######## design 1 ########
Design 1, metal 2:
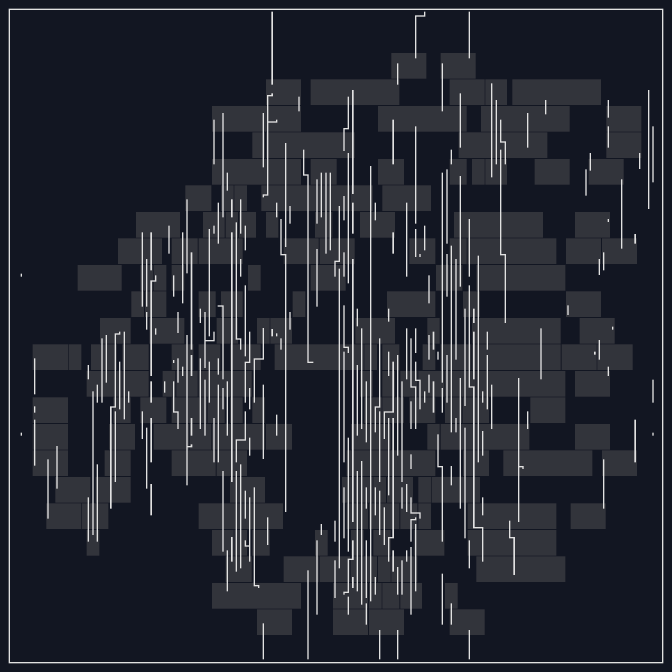

### config.mk
export PLATFORM = sky130hd
export DESIGN_NAME = multicycle_ctrl_flat
export DESIGN_NICKNAME = d
export VERILOG_FILES = /design/src/rtl/mc_ctrl_pkg.sv /design/src/rtl/mc_ctrl_if.sv /design/src/rtl/mc_ctrl_perf.sv /design/src/rtl/multicycle_ctrl.sv /design/src/flat_wrapper.sv
export SDC_FILE = /design/constraint.sdc
export NUM_CORES = 1
export LEC_CHECK = 0
export ABC_CLOCK_PERIOD_IN_PS = 6000
export CORE_MARGIN = 2
export CORE_UTILIZATION = 34
export DETAILED_ROUTE_END_ITERATION = 8
export SYNTH_ARGS = -nofsm -noshare
export SYNTH_HDL_FRONTEND = slang
export SYNTH_SLANG_ARGS = --single-unit
### constraint.sdc
create_clock -name clk -period 6 [get_ports clk]
set_clock_uncertainty 0.15 [all_clocks]
set_input_delay 1.8 -clock clk [delete_from_list [all_inputs] [get_ports clk]]
set_output_delay 1.8 -clock clk [all_outputs]
set_load 0.02 [all_outputs]
### src/rtl/mc_ctrl_pkg.sv
// mc_ctrl_pkg: shared definitions for the multi-cycle MIPS sequencer.
// Holds opcode and ALU-control constants, the FSM state enum, the mux-select
// encodings, the latched instruction class and the Moore output decoder.
package mc_ctrl_pkg;

  localparam logic [5:0] OP_LW    = 6'b000011;
  localparam logic [5:0] OP_SW    = 6'b001011;
  localparam logic [5:0] OP_ADDI  = 6'b001000;
  localparam logic [5:0] OP_SUBI  = 6'b011000;
  localparam logic [5:0] OP_BEQ   = 6'b110100;
  localparam logic [5:0] OP_BNE   = 6'b110101;
  localparam logic [5:0] OP_RTYPE = 6'b100010;
  localparam logic [5:0] OP_J     = 6'b000010;

  localparam logic [3:0] ALU_ADD = 4'd2;
  localparam logic [3:0] ALU_SUB = 4'd6;

  typedef enum logic [3:0] {
    S_IDLE, S_FETCH, S_DECODE, S_MEMADR, S_MEM_RD, S_MEM_WB,
    S_MEM_WR, S_EXEC_R, S_EXEC_I, S_ALU_WB, S_BRANCH, S_JUMP
  } state_t;

  typedef enum logic [1:0] {
    SRCB_RT = 2'b00, SRCB_FOUR = 2'b01, SRCB_IMM = 2'b10, SRCB_IMM_SH2 = 2'b11
  } srcb_t;

  typedef enum logic [1:0] {
    PCSRC_ALU = 2'b00, PCSRC_ALUOUT = 2'b01, PCSRC_JUMP = 2'b10
  } pc_src_t;

  typedef enum logic [3:0] {
    CLS_ILLEGAL, CLS_LW, CLS_SW, CLS_ADDI, CLS_SUBI,
    CLS_R, CLS_BEQ, CLS_BNE, CLS_J
  } iclass_t;

  // Outputs that depend only on state (and the latched class), so they can
  // be computed for the next state and registered.
  typedef struct packed {
    logic       mem_req;
    logic       mem_we;
    logic       iord;
    pc_src_t    pc_src;
    logic       alusrc_a;
    srcb_t      alusrc_b;
    logic [3:0] aluctl;
    logic       regdst;
    logic       memtoreg;
    logic       regwrite;
  } moore_t;

  function automatic iclass_t decode_class(input logic [5:0] op);
    case (op)
      OP_LW:    return CLS_LW;
      OP_SW:    return CLS_SW;
      OP_ADDI:  return CLS_ADDI;
      OP_SUBI:  return CLS_SUBI;
      OP_RTYPE: return CLS_R;
      OP_BEQ:   return CLS_BEQ;
      OP_BNE:   return CLS_BNE;
      OP_J:     return CLS_J;
      default:  return CLS_ILLEGAL;
    endcase
  endfunction

  function automatic moore_t moore_of(input state_t s, input iclass_t c,
                                      input logic [3:0] fn_lo);
    moore_t m;
    m = '0;
    case (s)
      S_FETCH: begin
        m.mem_req  = 1'b1;
        m.alusrc_b = SRCB_FOUR;
        m.aluctl   = ALU_ADD;
      end
      S_DECODE: begin
        m.alusrc_b = SRCB_IMM_SH2;
        m.aluctl   = ALU_ADD;
      end
      S_MEMADR, S_EXEC_I: begin
        m.alusrc_a = 1'b1;
        m.alusrc_b = SRCB_IMM;
        m.aluctl   = (s == S_EXEC_I && c == CLS_SUBI) ? ALU_SUB : ALU_ADD;
      end
      S_MEM_RD: begin
        m.mem_req = 1'b1;
        m.iord    = 1'b1;
      end
      S_MEM_WR: begin
        m.mem_req = 1'b1;
        m.mem_we  = 1'b1;
        m.iord    = 1'b1;
      end
      S_MEM_WB: begin
        m.regwrite = 1'b1;
        m.memtoreg = 1'b1;
      end
      S_EXEC_R: begin
        m.alusrc_a = 1'b1;
        m.alusrc_b = SRCB_RT;
        m.aluctl   = fn_lo;
      end
      S_ALU_WB: begin
        m.regwrite = 1'b1;
        m.regdst   = (c == CLS_R);
      end
      S_BRANCH: begin
        m.alusrc_a = 1'b1;
        m.alusrc_b = SRCB_RT;
        m.aluctl   = ALU_SUB;
        m.pc_src   = PCSRC_ALUOUT;
      end
      S_JUMP:  m.pc_src = PCSRC_JUMP;
      default: m = '0;
    endcase
    return m;
  endfunction

endpackage

### src/rtl/mc_ctrl_if.sv
// mc_ctrl_if: control bundle between the sequencer and the datapath/memory.
// master: sequencer side (drives controls, receives IR fields, zero, mem_ready).
// slave:  datapath side.
interface mc_ctrl_if;
  logic [5:0] opcode;
  logic [5:0] funct;
  logic       zero;
  logic       mem_ready;
  logic       mem_req;
  logic       mem_we;
  logic       iord;
  logic       ir_write;
  logic       pc_write;
  logic [1:0] pc_src;
  logic       alusrc_a;
  logic [1:0] alusrc_b;
  logic [3:0] aluctl;
  logic       regdst;
  logic       memtoreg;
  logic       regwrite;
  logic       retire;
  logic       illegal;

  modport master (
    input  opcode, funct, zero, mem_ready,
    output mem_req, mem_we, iord, ir_write, pc_write, pc_src,
           alusrc_a, alusrc_b, aluctl, regdst, memtoreg, regwrite,
           retire, illegal
  );

  modport slave (
    output opcode, funct, zero, mem_ready,
    input  mem_req, mem_we, iord, ir_write, pc_write, pc_src,
           alusrc_a, alusrc_b, aluctl, regdst, memtoreg, regwrite,
           retire, illegal
  );
endinterface

### src/rtl/mc_ctrl_perf.sv
// mc_ctrl_perf: retired-instruction and memory-stall counters.
// Ports: clk, rst_n (async active-low), retire, stall (per-cycle events),
// perf_retired, perf_stall (free-running, wrap modulo 2^CNT_W).
module mc_ctrl_perf #(
  parameter int unsigned CNT_W = 32
) (
  input  logic             clk,
  input  logic             rst_n,
  input  logic             retire,
  input  logic             stall,
  output logic [CNT_W-1:0] perf_retired,
  output logic [CNT_W-1:0] perf_stall
);
  always_ff @(posedge clk or negedge rst_n) begin
    if (!rst_n) begin
      perf_retired <= '0;
      perf_stall   <= '0;
    end else begin
      if (retire) perf_retired <= perf_retired + 1'b1;
      if (stall)  perf_stall   <= perf_stall + 1'b1;
    end
  end
endmodule

### src/rtl/multicycle_ctrl.sv
// multicycle_ctrl: multi-cycle MIPS sequencer (fetch/decode/execute/mem/wb)
// sharing one ALU and one unified memory port.
// Ports: clk, rst_n (async active-low), bus (mc_ctrl_if.master: IR fields,
// zero, memory handshake and all datapath controls).
// Optional MC_CTRL_PERF_EN adds perf_retired / perf_stall counter outputs.
module multicycle_ctrl
  import mc_ctrl_pkg::*;
#(
  parameter int unsigned CNT_W = 32
) (
  input logic       clk,
  input logic       rst_n,
  mc_ctrl_if.master bus
`ifdef MC_CTRL_PERF_EN
  ,
  output logic [CNT_W-1:0] perf_retired,
  output logic [CNT_W-1:0] perf_stall
`endif
);

  state_t  state, state_nxt;
  iclass_t cls, cls_nxt;
  moore_t  mo, mo_nxt;
  logic    br_taken;

  always_comb begin
    state_nxt = state;
    cls_nxt   = cls;
    case (state)
      S_IDLE:   state_nxt = S_FETCH;
      S_FETCH:  if (bus.mem_ready) state_nxt = S_DECODE;
      S_DECODE: begin
        cls_nxt = decode_class(bus.opcode);
        case (cls_nxt)
          CLS_LW, CLS_SW:     state_nxt = S_MEMADR;
          CLS_ADDI, CLS_SUBI: state_nxt = S_EXEC_I;
          CLS_R:              state_nxt = S_EXEC_R;
          CLS_BEQ, CLS_BNE:   state_nxt = S_BRANCH;
          CLS_J:              state_nxt = S_JUMP;
          default:            state_nxt = S_FETCH;
        endcase
      end
      S_MEMADR: state_nxt = (cls == CLS_LW) ? S_MEM_RD : S_MEM_WR;
      S_MEM_RD: if (bus.mem_ready) state_nxt = S_MEM_WB;
      S_MEM_WR: if (bus.mem_ready) state_nxt = S_FETCH;
      S_EXEC_R, S_EXEC_I: state_nxt = S_ALU_WB;
      S_MEM_WB, S_ALU_WB, S_BRANCH, S_JUMP: state_nxt = S_FETCH;
      default:  state_nxt = S_IDLE;
    endcase
    // Outputs are precomputed for the state being entered so they leave the
    // flops glitch-free; EXEC_R is only entered from DECODE, where funct is
    // the live IR field.
    mo_nxt = moore_of(state_nxt, cls_nxt, bus.funct[3:0]);
  end

  always_ff @(posedge clk or negedge rst_n) begin
    if (!rst_n) begin
      state <= S_IDLE;
      cls   <= CLS_ILLEGAL;
      mo    <= '0;
    end else begin
      state <= state_nxt;
      cls   <= cls_nxt;
      mo    <= mo_nxt;
    end
  end

  assign bus.mem_req  = mo.mem_req;
  assign bus.mem_we   = mo.mem_we;
  assign bus.iord     = mo.iord;
  assign bus.pc_src   = mo.pc_src;
  assign bus.alusrc_a = mo.alusrc_a;
  assign bus.alusrc_b = mo.alusrc_b;
  assign bus.aluctl   = mo.aluctl;
  assign bus.regdst   = mo.regdst;
  assign bus.memtoreg = mo.memtoreg;
  assign bus.regwrite = mo.regwrite;

  // Pulses qualified by same-cycle inputs (mem_ready, zero, opcode) cannot be
  // registered without adding a cycle, so they are decoded from state here.
  assign br_taken     = (cls == CLS_BEQ) ? bus.zero : !bus.zero;
  assign bus.ir_write = (state == S_FETCH) && bus.mem_ready;
  assign bus.pc_write = ((state == S_FETCH) && bus.mem_ready) ||
                        ((state == S_BRANCH) && br_taken) ||
                        (state == S_JUMP);
  assign bus.retire   = (state == S_MEM_WB) || (state == S_ALU_WB) ||
                        (state == S_BRANCH) || (state == S_JUMP) ||
                        ((state == S_MEM_WR) && bus.mem_ready);
  assign bus.illegal  = (state == S_DECODE) &&
                        (decode_class(bus.opcode) == CLS_ILLEGAL);

`ifdef MC_CTRL_PERF_EN
  mc_ctrl_perf #(.CNT_W(CNT_W)) u_perf (
    .clk          (clk),
    .rst_n        (rst_n),
    .retire       (bus.retire),
    .stall        (mo.mem_req && !bus.mem_ready),
    .perf_retired (perf_retired),
    .perf_stall   (perf_stall)
  );
`endif

endmodule

### src/flat_wrapper.sv
// flat-port wrapper written by rule: the top's interface ports become plain ports
module multicycle_ctrl_flat import mc_ctrl_pkg::*;
#(
  parameter int unsigned CNT_W = 32
)
  (clk, rst_n, bus_opcode, bus_funct, bus_zero, bus_mem_ready, bus_mem_req, bus_mem_we, bus_iord, bus_ir_write, bus_pc_write, bus_pc_src, bus_alusrc_a, bus_alusrc_b, bus_aluctl, bus_regdst, bus_memtoreg, bus_regwrite, bus_retire, bus_illegal);
  mc_ctrl_if bus_i ();
  input logic clk;
  input logic rst_n;
  input wire logic [$bits(bus_i.opcode)-1:0] bus_opcode;
  input wire logic [$bits(bus_i.funct)-1:0] bus_funct;
  input wire logic [$bits(bus_i.zero)-1:0] bus_zero;
  input wire logic [$bits(bus_i.mem_ready)-1:0] bus_mem_ready;
  output wire logic [$bits(bus_i.mem_req)-1:0] bus_mem_req;
  output wire logic [$bits(bus_i.mem_we)-1:0] bus_mem_we;
  output wire logic [$bits(bus_i.iord)-1:0] bus_iord;
  output wire logic [$bits(bus_i.ir_write)-1:0] bus_ir_write;
  output wire logic [$bits(bus_i.pc_write)-1:0] bus_pc_write;
  output wire logic [$bits(bus_i.pc_src)-1:0] bus_pc_src;
  output wire logic [$bits(bus_i.alusrc_a)-1:0] bus_alusrc_a;
  output wire logic [$bits(bus_i.alusrc_b)-1:0] bus_alusrc_b;
  output wire logic [$bits(bus_i.aluctl)-1:0] bus_aluctl;
  output wire logic [$bits(bus_i.regdst)-1:0] bus_regdst;
  output wire logic [$bits(bus_i.memtoreg)-1:0] bus_memtoreg;
  output wire logic [$bits(bus_i.regwrite)-1:0] bus_regwrite;
  output wire logic [$bits(bus_i.retire)-1:0] bus_retire;
  output wire logic [$bits(bus_i.illegal)-1:0] bus_illegal;
  assign bus_i.opcode = bus_opcode;
  assign bus_i.funct = bus_funct;
  assign bus_i.zero = bus_zero;
  assign bus_i.mem_ready = bus_mem_ready;
  assign bus_mem_req = bus_i.mem_req;
  assign bus_mem_we = bus_i.mem_we;
  assign bus_iord = bus_i.iord;
  assign bus_ir_write = bus_i.ir_write;
  assign bus_pc_write = bus_i.pc_write;
  assign bus_pc_src = bus_i.pc_src;
  assign bus_alusrc_a = bus_i.alusrc_a;
  assign bus_alusrc_b = bus_i.alusrc_b;
  assign bus_aluctl = bus_i.aluctl;
  assign bus_regdst = bus_i.regdst;
  assign bus_memtoreg = bus_i.memtoreg;
  assign bus_regwrite = bus_i.regwrite;
  assign bus_retire = bus_i.retire;
  assign bus_illegal = bus_i.illegal;
  multicycle_ctrl #(.CNT_W(CNT_W)) u_core (.clk(clk), .rst_n(rst_n), .bus(bus_i));
endmodule
######## design 2 ########
### src/rtl/cpu_dma_engine.sv
// Multi-channel page DMA that halts the CPU and copies 2^LEN_W bytes from a source page
// to a fixed per-channel destination as read/write pairs aligned to get/put cycles.
module cpu_dma_engine #(
  parameter int          NUM_CH      = 2,
  parameter int          LEN_W       = 8,
  parameter logic [15:0] TRIG_BASE   = 16'h4014,
  parameter logic [15:0] DEST_BASE   = 16'h2004,
  parameter logic [15:0] DEST_STRIDE = 16'h0001
) (
  input  logic              clock,
  input  logic              nreset,
  input  logic [15:0]       cpu_addr,
  input  logic [7:0]        cpu_data_out,
  input  logic              cpu_rw,
  output logic              halt,
  output logic              dma_owns_bus,
  output logic [15:0]       bus_addr,
  output logic [7:0]        bus_data_out,
  output logic              bus_rw,
  input  logic [7:0]        bus_data_in,
  output logic [NUM_CH-1:0] busy,
  output logic              done
);

  localparam int               CH_W     = (NUM_CH > 1) ? $clog2(NUM_CH) : 1;
  localparam logic [LEN_W-1:0] LAST_OFF = '1;

  typedef enum logic [2:0] {
    S_IDLE,
    S_HALT,
    S_ALIGN,
    S_READ,
    S_WRITE,
    S_FINISH
  } state_t;

  state_t            r_state;
  state_t            w_state_next;
  logic              r_parity;
  logic [NUM_CH-1:0] r_pending;
  logic [7:0]        r_page [NUM_CH];
  logic [CH_W-1:0]   r_ch;
  logic [LEN_W-1:0]  r_offset;
  logic [7:0]        r_src_page;
  logic [7:0]        r_data;

  logic [NUM_CH-1:0] w_trig;
  logic [NUM_CH-1:0] w_req;
  logic [NUM_CH-1:0] w_take;
  logic [NUM_CH-1:0] w_active;
  logic [CH_W-1:0]   w_sel;
  logic              w_take_en;
  logic              w_owns;
  logic [7:0]        w_sel_page;
  logic [7:0]        w_off8;
  logic [15:0]       w_dest;

  assign w_owns       = (r_state == S_READ) || (r_state == S_WRITE);
  assign dma_owns_bus = w_owns;
  assign w_off8       = 8'(r_offset);
  assign w_dest       = DEST_BASE + 16'(r_ch) * DEST_STRIDE;
  assign w_take_en    = ((r_state == S_IDLE) || (r_state == S_FINISH)) && (|r_pending);

  // cpu_addr is not CPU-driven while the DMA owns the bus, so triggers are masked then
  always_comb begin
    w_trig = '0;
    for (int i = 0; i < NUM_CH; i++)
      w_trig[i] = !cpu_rw && !w_owns && (cpu_addr == TRIG_BASE + 16'(i));
  end

  // Same-cycle trigger writes join the arbitration so a lower channel written a cycle late still wins
  always_comb begin
    w_req = r_pending | w_trig;
    w_sel = '0;
    for (int i = NUM_CH - 1; i >= 0; i--)
      if (w_req[i]) w_sel = CH_W'(i);
  end

  assign w_sel_page = w_trig[w_sel] ? cpu_data_out : r_page[w_sel];

  always_comb begin
    w_take = '0;
    if (w_take_en) w_take[w_sel] = 1'b1;
  end

  always_comb begin
    w_active = '0;
    if ((r_state != S_IDLE) && (r_state != S_FINISH)) w_active[r_ch] = 1'b1;
  end

  assign busy = r_pending | w_active;

  always_comb begin
    w_state_next = r_state;
    halt         = 1'b0;
    bus_rw       = 1'b1;
    bus_addr     = '0;
    bus_data_out = '0;
    done         = 1'b0;
    case (r_state)
      S_IDLE: begin
        halt = |r_pending;
        if (|r_pending) w_state_next = S_HALT;
      end
      S_HALT: begin
        halt         = 1'b1;
        w_state_next = r_parity ? S_READ : S_ALIGN;
      end
      S_ALIGN: begin
        halt         = 1'b1;
        w_state_next = S_READ;
      end
      S_READ: begin
        halt         = 1'b1;
        bus_addr     = {r_src_page, w_off8};
        w_state_next = S_WRITE;
      end
      S_WRITE: begin
        halt         = 1'b1;
        bus_rw       = 1'b0;
        bus_addr     = w_dest;
        bus_data_out = r_data;
        w_state_next = (r_offset == LAST_OFF) ? S_FINISH : S_READ;
      end
      S_FINISH: begin
        halt         = 1'b1;
        done         = 1'b1;
        w_state_next = (|r_pending) ? S_HALT : S_IDLE;
      end
      default: w_state_next = S_IDLE;
    endcase
  end

  // Control state: channel queue, page latches, FSM and get/put parity
  always_ff @(posedge clock) begin
    if (nreset) begin
      r_state   <= S_IDLE;
      r_parity  <= 1'b0;
      r_pending <= '0;
      r_ch      <= '0;
      r_offset  <= '0;
      for (int i = 0; i < NUM_CH; i++) r_page[i] <= '0;
    end else begin
      r_state   <= w_state_next;
      r_parity  <= ~r_parity;
      r_pending <= w_req & ~w_take;
      for (int i = 0; i < NUM_CH; i++)
        if (w_trig[i]) r_page[i] <= cpu_data_out;
      if (w_take_en) begin
        r_ch     <= w_sel;
        r_offset <= '0;
      end else if (r_state == S_WRITE) begin
        r_offset <= r_offset + 1'b1;
      end
    end
  end

  // Datapath: active source page snapshot and the byte carried from READ to WRITE
  always_ff @(posedge clock) begin
    if (w_take_en) r_src_page <= w_sel_page;
    if (r_state == S_READ) r_data <= bus_data_in;
  end

endmodule

### config.mk
export PLATFORM = sky130hd
export DESIGN_NAME = cpu_dma_engine
export DESIGN_NICKNAME = d
export VERILOG_FILES = /design/src/rtl/cpu_dma_engine.sv
export SDC_FILE = /design/constraint.sdc
export NUM_CORES = 1
export LEC_CHECK = 0
export CAP_MARGIN = 30
export CORE_ASPECT_RATIO = 0.6
export CORE_MARGIN = 4
export CORE_UTILIZATION = 50
export DETAILED_ROUTE_END_ITERATION = 10
export GPL_TIMING_DRIVEN = 1
export PLACE_DENSITY = 0.83
export SLEW_MARGIN = 25
export SYNTH_ARGS = -nofsm -noshare
export SYNTH_HDL_FRONTEND = slang
export SYNTH_SLANG_ARGS = --single-unit
### constraint.sdc
create_clock -name clock -period 5.45 [get_ports clock]
set_input_delay 1.3625 -clock clock [delete_from_list [all_inputs] [get_ports clock]]
set_output_delay 1.3625 -clock clock [all_outputs]
set_load 0.05 [all_outputs]
######## design 3 ########
$ cat src/rtl/quickq_pkg.sv
// rtl/quickq_pkg.sv - shared types and constants for the QuickQ priority-queue stage
package quickq_pkg;

    localparam int KEY_W_DEF = 16;
    localparam int RD_LAT    = 1;

    typedef logic [KEY_W_DEF-1:0] key_t;

    typedef enum logic [3:0] {
        IDLE,
        EVICT_RD,
        EVICT,
        INS_RD,
        INS_SCAN,
        INS_WR,
        DEQ_RD,
        DEQ_SHIFT,
        DEQ_FILL
    } ctrl_state_t;

endpackage

$ cat src/rtl/quickq_occ_ctr.sv
// rtl/quickq_occ_ctr.sv - registered up/down occupancy counter with full/empty flags
module quickq_occ_ctr #(
    parameter int DEPTH  = 8,
    parameter int ADDR_W = $clog2(DEPTH)
) (
    input  logic            clk,
    input  logic            rst_n,
    input  logic            inc_i,
    input  logic            dec_i,
    output logic [ADDR_W:0] count_o,
    output logic            full_o,
    output logic            empty_o
);

    localparam logic [ADDR_W:0] DEPTH_C = (ADDR_W+1)'(DEPTH);

    logic [ADDR_W:0] count_q, count_d;
    logic            full_q, full_d;
    logic            empty_q, empty_d;

    always_comb begin
        count_d = count_q;
        if (inc_i && !dec_i && (count_q != DEPTH_C)) begin
            count_d = count_q + 1'b1;
        end else if (dec_i && !inc_i && (count_q != '0)) begin
            count_d = count_q - 1'b1;
        end
        full_d  = (count_d == DEPTH_C);
        empty_d = (count_d == '0);
    end

    always_ff @(posedge clk or negedge rst_n) begin
        if (!rst_n) begin
            count_q <= '0;
            full_q  <= 1'b0;
            empty_q <= 1'b1;
        end else begin
            count_q <= count_d;
            full_q  <= full_d;
            empty_q <= empty_d;
        end
    end

    assign count_o = count_q;
    assign full_o  = full_q;
    assign empty_o = empty_q;

endmodule

$ cat src/rtl/quickq_ctrl_node.sv
// rtl/quickq_ctrl_node.sv - one QuickQ stage: sorted min-array in external RAM,
// insertion-sort enqueue with tail eviction, compacting dequeue with refill from the next stage
module quickq_ctrl_node
    import quickq_pkg::*;
#(
    parameter int   DATA_W     = 16,
    parameter int   DEPTH      = 8,
    localparam int  ADDR_W     = $clog2(DEPTH),
    parameter int   CHAIN_LAST = 0
) (
    input  logic              clk,
    input  logic              rst_n,
    input  logic              up_write_i,
    input  logic [DATA_W-1:0] up_key_i,
    input  logic              up_read_i,
    output logic              up_ready_o,
    output logic              up_rd_valid_o,
    output logic [DATA_W-1:0] up_rd_key_o,
    output logic              dn_write_o,
    output logic [DATA_W-1:0] dn_key_o,
    output logic              dn_read_o,
    input  logic              dn_ready_i,
    input  logic              dn_rd_valid_i,
    input  logic [DATA_W-1:0] dn_rd_key_i,
    input  logic              dn_empty_i,
    output logic              mem_rd_en_o,
    output logic [ADDR_W-1:0] mem_rd_addr_o,
    input  logic [DATA_W-1:0] mem_rdata_i,
    output logic              mem_wr_en_o,
    output logic [ADDR_W-1:0] mem_wr_addr_o,
    output logic [DATA_W-1:0] mem_wdata_o,
    output logic [ADDR_W:0]   count_o,
    output logic              full_o,
    output logic              empty_o,
    output logic              drop_o
);

    localparam logic [ADDR_W-1:0] LAST_A   = ADDR_W'(DEPTH-1);
    localparam logic [ADDR_W-1:0] PENULT_A = ADDR_W'(DEPTH-2);

    ctrl_state_t       state_q, state_d;
    logic [DATA_W-1:0] key_q, key_d;
    logic [ADDR_W-1:0] ptr_q, ptr_d;
    logic              evicted_q, evicted_d;
    logic              dn_write_q, dn_write_d;
    logic [DATA_W-1:0] dn_key_q, dn_key_d;
    logic              dn_read_q, dn_read_d;
    logic              cnt_inc, cnt_dec;
    logic [ADDR_W-1:0] tail_a;

    assign tail_a = ADDR_W'(count_o - 1'b1);

    always_comb begin
        state_d       = state_q;
        key_d         = key_q;
        ptr_d         = ptr_q;
        evicted_d     = evicted_q;
        dn_write_d    = dn_write_q;
        dn_key_d      = dn_key_q;
        dn_read_d     = dn_read_q;
        mem_rd_en_o   = 1'b0;
        mem_rd_addr_o = '0;
        mem_wr_en_o   = 1'b0;
        mem_wr_addr_o = '0;
        mem_wdata_o   = '0;
        up_rd_valid_o = 1'b0;
        up_rd_key_o   = '0;
        drop_o        = 1'b0;
        cnt_inc       = 1'b0;
        cnt_dec       = 1'b0;

        if (dn_write_q && dn_ready_i) dn_write_d = 1'b0;
        if (dn_read_q && dn_ready_i)  dn_read_d  = 1'b0;

        case (state_q)
            IDLE: begin
                if (up_read_i && !empty_o) begin
                    state_d = DEQ_RD;
                end else if (up_write_i) begin
                    key_d     = up_key_i;
                    evicted_d = 1'b0;
                    if (full_o) begin
                        state_d = EVICT_RD;
                    end else if (empty_o) begin
                        ptr_d   = '0;
                        state_d = INS_WR;
                    end else begin
                        state_d = INS_RD;
                    end
                end
            end
            EVICT_RD: begin
                mem_rd_en_o   = 1'b1;
                mem_rd_addr_o = LAST_A;
                state_d       = EVICT;
            end
            EVICT: begin
                // First EVICT cycle decides with the returned tail; later cycles only finish the handshake.
                if (!evicted_q) begin
                    evicted_d = 1'b1;
                    if (CHAIN_LAST != 0) begin
                        drop_o = 1'b1;
                    end else begin
                        dn_write_d = 1'b1;
                        dn_key_d   = (key_q >= mem_rdata_i) ? key_q : mem_rdata_i;
                    end
                    if (key_q < mem_rdata_i) begin
                        mem_rd_en_o   = 1'b1;
                        mem_rd_addr_o = PENULT_A;
                        ptr_d         = PENULT_A;
                        state_d       = INS_SCAN;
                    end else if (CHAIN_LAST != 0) begin
                        state_d = IDLE;
                    end
                end else if (!dn_write_q || dn_ready_i) begin
                    state_d = IDLE;
                end
            end
            INS_RD: begin
                mem_rd_en_o   = 1'b1;
                mem_rd_addr_o = tail_a;
                ptr_d         = tail_a;
                state_d       = INS_SCAN;
            end
            INS_SCAN: begin
                if (mem_rdata_i > key_q) begin
                    mem_wr_en_o   = 1'b1;
                    mem_wr_addr_o = ptr_q + 1'b1;
                    mem_wdata_o   = mem_rdata_i;
                    if (ptr_q != '0) begin
                        mem_rd_en_o   = 1'b1;
                        mem_rd_addr_o = ptr_q - 1'b1;
                        ptr_d         = ptr_q - 1'b1;
                    end else begin
                        ptr_d   = '0;
                        state_d = INS_WR;
                    end
                end else begin
                    ptr_d   = ptr_q + 1'b1;
                    state_d = INS_WR;
                end
            end
            INS_WR: begin
                mem_wr_en_o   = 1'b1;
                mem_wr_addr_o = ptr_q;
                mem_wdata_o   = key_q;
                if (!dn_write_q || dn_ready_i) begin
                    cnt_inc = !evicted_q;
                    state_d = IDLE;
                end
            end
            DEQ_RD: begin
                mem_rd_en_o   = 1'b1;
                mem_rd_addr_o = '0;
                ptr_d         = '0;
                state_d       = DEQ_SHIFT;
            end
            DEQ_SHIFT: begin
                // ptr_q is the address whose data is arriving; address 0 is the dequeued head.
                if (ptr_q == '0) begin
                    up_rd_valid_o = 1'b1;
                    up_rd_key_o   = mem_rdata_i;
                end else begin
                    mem_wr_en_o   = 1'b1;
                    mem_wr_addr_o = ptr_q - 1'b1;
                    mem_wdata_o   = mem_rdata_i;
                end
                if (({1'b0, ptr_q} + 1'b1) < count_o) begin
                    mem_rd_en_o   = 1'b1;
                    mem_rd_addr_o = ptr_q + 1'b1;
                    ptr_d         = ptr_q + 1'b1;
                end else if ((CHAIN_LAST == 0) && !dn_empty_i) begin
                    dn_read_d = 1'b1;
                    state_d   = DEQ_FILL;
                end else begin
                    cnt_dec = 1'b1;
                    state_d = IDLE;
                end
            end
            DEQ_FILL: begin
                if (!dn_read_q && dn_rd_valid_i) begin
                    mem_wr_en_o   = 1'b1;
                    mem_wr_addr_o = tail_a;
                    mem_wdata_o   = dn_rd_key_i;
                    state_d       = IDLE;
                end
            end
            default: state_d = IDLE;
        endcase
    end

    always_ff @(posedge clk or negedge rst_n) begin
        if (!rst_n) begin
            state_q    <= IDLE;
            key_q      <= '0;
            ptr_q      <= '0;
            evicted_q  <= 1'b0;
            dn_write_q <= 1'b0;
            dn_key_q   <= '0;
            dn_read_q  <= 1'b0;
        end else begin
            state_q    <= state_d;
            key_q      <= key_d;
            ptr_q      <= ptr_d;
            evicted_q  <= evicted_d;
            dn_write_q <= dn_write_d;
            dn_key_q   <= dn_key_d;
            dn_read_q  <= dn_read_d;
        end
    end

    assign up_ready_o = (state_q == IDLE);
    assign dn_write_o = dn_write_q;
    assign dn_key_o   = dn_key_q;
    assign dn_read_o  = dn_read_q;

    quickq_occ_ctr #(
        .DEPTH  (DEPTH),
        .ADDR_W (ADDR_W)
    ) u_occ (
        .clk     (clk),
        .rst_n   (rst_n),
        .inc_i   (cnt_inc),
        .dec_i   (cnt_dec),
        .count_o (count_o),
        .full_o  (full_o),
        .empty_o (empty_o)
    );

endmodule

$ cat config.mk
export PLATFORM = sky130hd
export DESIGN_NAME = quickq_ctrl_node
export DESIGN_NICKNAME = d
export VERILOG_FILES = /design/src/rtl/quickq_pkg.sv /design/src/rtl/quickq_occ_ctr.sv /design/src/rtl/quickq_ctrl_node.sv
export SDC_FILE = /design/constraint.sdc
export NUM_CORES = 1
export LEC_CHECK = 0
export ABC_AREA = 1
export CAP_MARGIN = 30
export CORE_ASPECT_RATIO = 0.75
export CORE_MARGIN = 2
export CORE_UTILIZATION = 42
export DETAILED_ROUTE_END_ITERATION = 10
export GPL_ROUTABILITY_DRIVEN = 0
export PLACE_DENSITY = 0.77
export SLEW_MARGIN = 20
export SYNTH_ARGS = -nofsm -noshare
export SYNTH_HDL_FRONTEND = slang
export SYNTH_SLANG_ARGS = --single-unit
$ cat constraint.sdc
create_clock -name clk -period 2.1 [get_ports clk]
set_input_delay 0.315 -clock clk [delete_from_list [all_inputs] [get_ports clk]]
set_output_delay 0.315 -clock clk [all_outputs]
set_load 0.01 [all_outputs]
Design 2, cell classes on the final placement:
Bar = 20 µm.
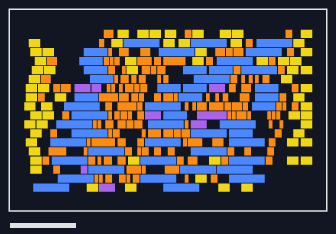
| colour | class | cells | share of their area |
|---|---|---|---|
| orange | all other logic | 147 | 32% |
| blue | flops | 47 | 43% |
| yellow | other buffers and delay cells | 64 | 22% |
| purple | clock drivers and dummy loads | 8 | 3.7% |
placeable core region: 0.00426 mm²
flop share of the area: 41.5%
Final Cell Area: 0.00304 mm²

==> reports/metrics.yaml, design 2 <==
cts.sink_count: 47
criticalPathCategory: "reg2out"
timing.critical_path.fanout_max: 17
status: "finished, final reports clean"
drive_gt1_share_pct: 9.02
drc: 0
max_clock_freq_mhz: 243
min_to: "r_parity"
m3_gr_usage_pct: 5.66
area.sequential_mm2: 0.00126
antenna_violating_nets_post_route: 0
layout.cells.non_filler: 326
layout.nonclk_buf_share_pct: 21.1
antenna_found_initial: 0
simple_gate_area_share_pct: 26.7
chipWidth_um: 95.1
critical_path.n_buffers_inverters: 2
syn_warnings: 0
synth_area_mm2: 0.00228
sequential_cell_total: 47
synthMostInstantiatedCell: "sky130_fd_sc_hd__edfxtp_1"
avgSynthCellArea_um2: 11.2
grt-busiest-layer: "met2"
hpwlAfterDp_mm: 3.79
cp-start-kind: "flop"
post_layout_minimum_cycle_time_ns: 4.12
multi_input_comb_cells: 142
synth.yosys.chip_area_mm2: 0.00228
wl_met1_mm: 2.38
p_leak_uw: 0.00109
tool_warnings: 26
totalPowerFinal_uw: 733
worst_setup_path_endpoint: "bus_addr[0]"
post_synth_ao_oa_area_fraction_pct: 10.4
post_cts_buffers: 0
clock_buffer_count_from_cts: 5
comb_power_share_pct: 13.1
## design 2: layout by cell type (no fill, tap or decap), drive strengths merged, types with 2 or more instances in the layout
master         instances
or2                    2
nand2b                 3
and3                   3
and3b                  2
o21ai                  5
nand4                 10
edfxtp                32
clkdlybuf4s50         64
a21oi                  6
dfxtp                 15
a21o                   2
clkbuf                 6
and4                   2
nand3                  4
nand2                 26
xnor2                  2
and2                  29
nor4b                  4
xor2                   5
nor2                  15
o211ai                 9
inv                    7
nor3b                  2
Design 1, cell classes on the final placement:
Bar = 20 µm.
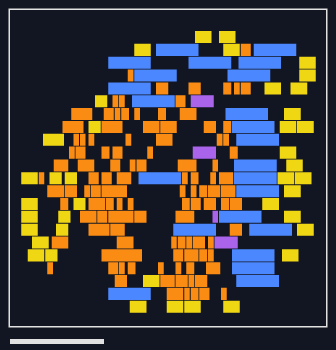
| colour | class | cells | share of their area |
|---|---|---|---|
| purple | clock drivers and dummy loads | 4 | 2.6% |
| blue | flops | 23 | 33% |
| yellow | other buffers and delay cells | 40 | 22% |
| orange | all other logic | 109 | 42% |
flop share of the area: 32.3%
row count: 22
placeable core region: 0.00374 mm²
final core utilization: 47.7%
Final Cell Area: 0.00178 mm²

Design 1, gate families picked out:
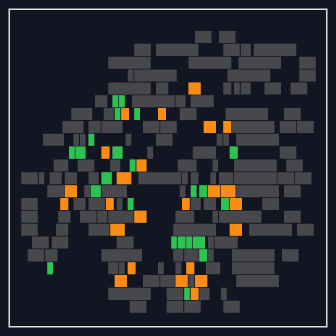
| colour | family | cells |
|---|---|---|
| orange | inverting AOI/OAI gates | 24 |
| green | NAND gates | 23 |
leading cell type in the layout, fill and taps excluded: sky130_fd_sc_hd__clkdlybuf4s50_1
number of non-filler instances in the completed layout: 224
combinational fraction of the cell area: 38.3%

About 'metal 2' of design 1:
longest straight run: 44.5 µm
main direction: vertical
wire length on this layer: 1420 µm
nets with wire on the layer: 158
share of all routed wire: 48%
count of vias placed by the detailed router: 1179
Total Routed Length: 2.94 mm
Global Route met2 Usage: 25.0%

==> reports/metrics.yaml, design 1 <==
avgViaCountPerCell: 5.26
nets: 196
area_leaders: "sky130_fd_sc_hd__dfrtp_1, sky130_fd_sc_hd__nand2_1, sky130_fd_sc_hd__buf_6"
post_synth_mux_area_share_pct: 1.49
synth-cells-yosys: 137
sequential_cell_total: 23
cts.sink_count: 23
grt_pass1_wl_mm: 4.93
highest-signal-layer: "met4"
globalRouteTotalUtil_pct: 14.5
place_congestion: 0.838
synth.yosys.chip_area_mm2: 0.00135
timing.critical_path.slowest_stage_cell: "sky130_fd_sc_hd__clkdlybuf4s50_1"
p_leak_uw: 0.000795
netlist_top_cells_count: "sky130_fd_sc_hd__dfrtp_1, sky130_fd_sc_hd__nand2_1, sky130_fd_sc_hd__nor2_1, sky130_fd_sc_hd__inv_1, sky130_fd_sc_hd__o211ai_1"
largest_class: "multi-input combinational cells"
crit_family: "buffers and inverters"
status: "finished, final reports clean"
synth.lib_cells_used.distinct: 42
worst-path-stages: 10
iteration_tally_of_the_first_detailed_router_pass: 5
ir_drop_worst_vdd_v: 0.000125
clkCellAreaFrac_pct: 2.52
final.period_utilization_pct: 93.0
crit_path_arrival_time_ns: 3.63
hpwlAfterDp_mm: 2.34
layout-area-overhead-vs-synth_pct: 32.5
preCtsSetupSlack_ns: 0.0556
cp_max_stage_delay_ns: 0.49
simple_gate_area_share_pct: 32.2
worst-r2r-cell-count: 6
-- design 1: power by group through the flow --
| stage | clock, µW | combinational [µW] | sequential, µW |
|---|---|---|---|
| global placement | 0 | 356 | 252 |
| CTS | 96.0 | 360 | 252 |
| detailed placement | 0 | 359 | 254 |
| floorplan | 0 | 236 | 265 |
| global route | 102 | 392 | 261 |
| finish | 94.8 | 358 | 252 |
Design 3, routed clock nets over the placement:
Bar = 20 µm.
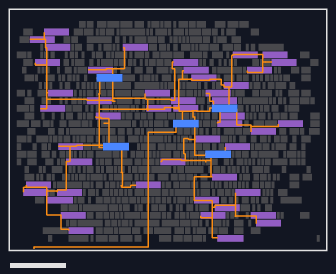
[orange] clock wires | length: 705 µm
[purple] flip-flops | count: 48
[blue] cells driving clock nets | count: 5
flops lie: widely spread
clock latency of the later-clocked register in the worst-skew pair: 0.30 ns
share of power burned in the clock network: 10.0%
P_clk: 933 µW
Max Clock Skew: 0.00619 ns

==> reports/metrics.yaml, design 3 <==
synthCells: 556
ys_seq_elements: 48
worst-path-stages: 12
met3_wirelength_mm: 2.02
clkTransAtPathRegs_ns: 0.07
setup_violations: 50
critical_path.n_buffers_inverters: 3
cts_tree: "yes"
dp.cells: 870
setup_slack_ns: -0.589
antenna_violating_nets_post_route: 0
worst-slew-pin-transition_ns: 0.584
hpwlAfterDp_mm: 11.1
fillerInstances: 521
status: "finished with violations"
synth-edff-count: 0
highest-signal-layer: "met4"
crit_start: "key_q[9]"
worst_setup_path_endpoint: "mem_rd_addr_o[2]"
failing_checks: "negative setup slack"
p_leak_uw: 0.00359
post_cts_resized: 194
seqPwrFrac_pct: 17.7
==> design 3: placed cells by master, fill, tap and decap left out, drive strengths merged, types with 16 or more instances in the layout <==
cell	instances
nand3	40
ha	25
clkdlybuf4s50	61
inv	72
o21ai	36
buf	146
dfrtp	47
dlymetal6s2s	16
nand2	197
nor2	61
==> design 3: registers in the layout, indices dropped and copies added, names as in the netlist <==
name and count:
u_occ.full_o 1, dn_write_o 1, evicted_q 1, dn_read_o 1
ptr_q 3, dn_key_o 16, u_occ.count_o 4, state_q 4
key_q 16, u_occ.empty_o 1


==> notes/layouts.md <==
Pictures saved along the way, in no particular order.

Placement view.
picture 1
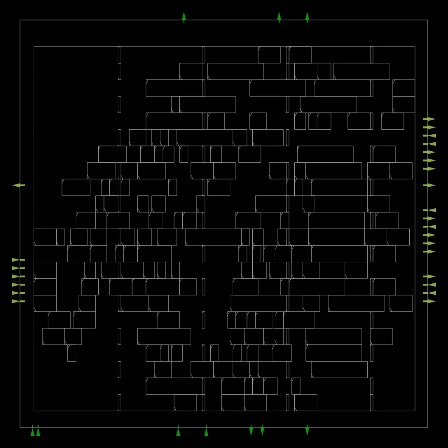
picture 2
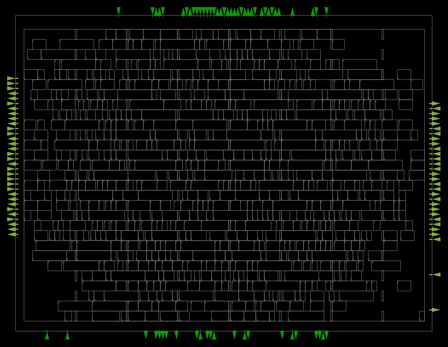
picture 3
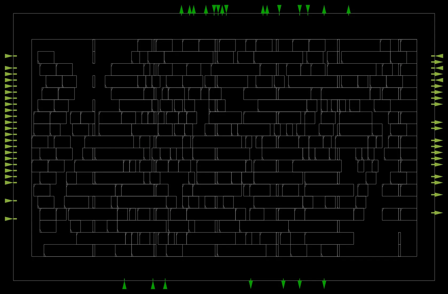
Of these, lowest utilization: picture 1
Of these, most cells: picture 2
Design 3 is picture 2.
Design 2 is picture 3.
Design 1 is picture 1.

Power is estimated from default activity; no workload was simulated.
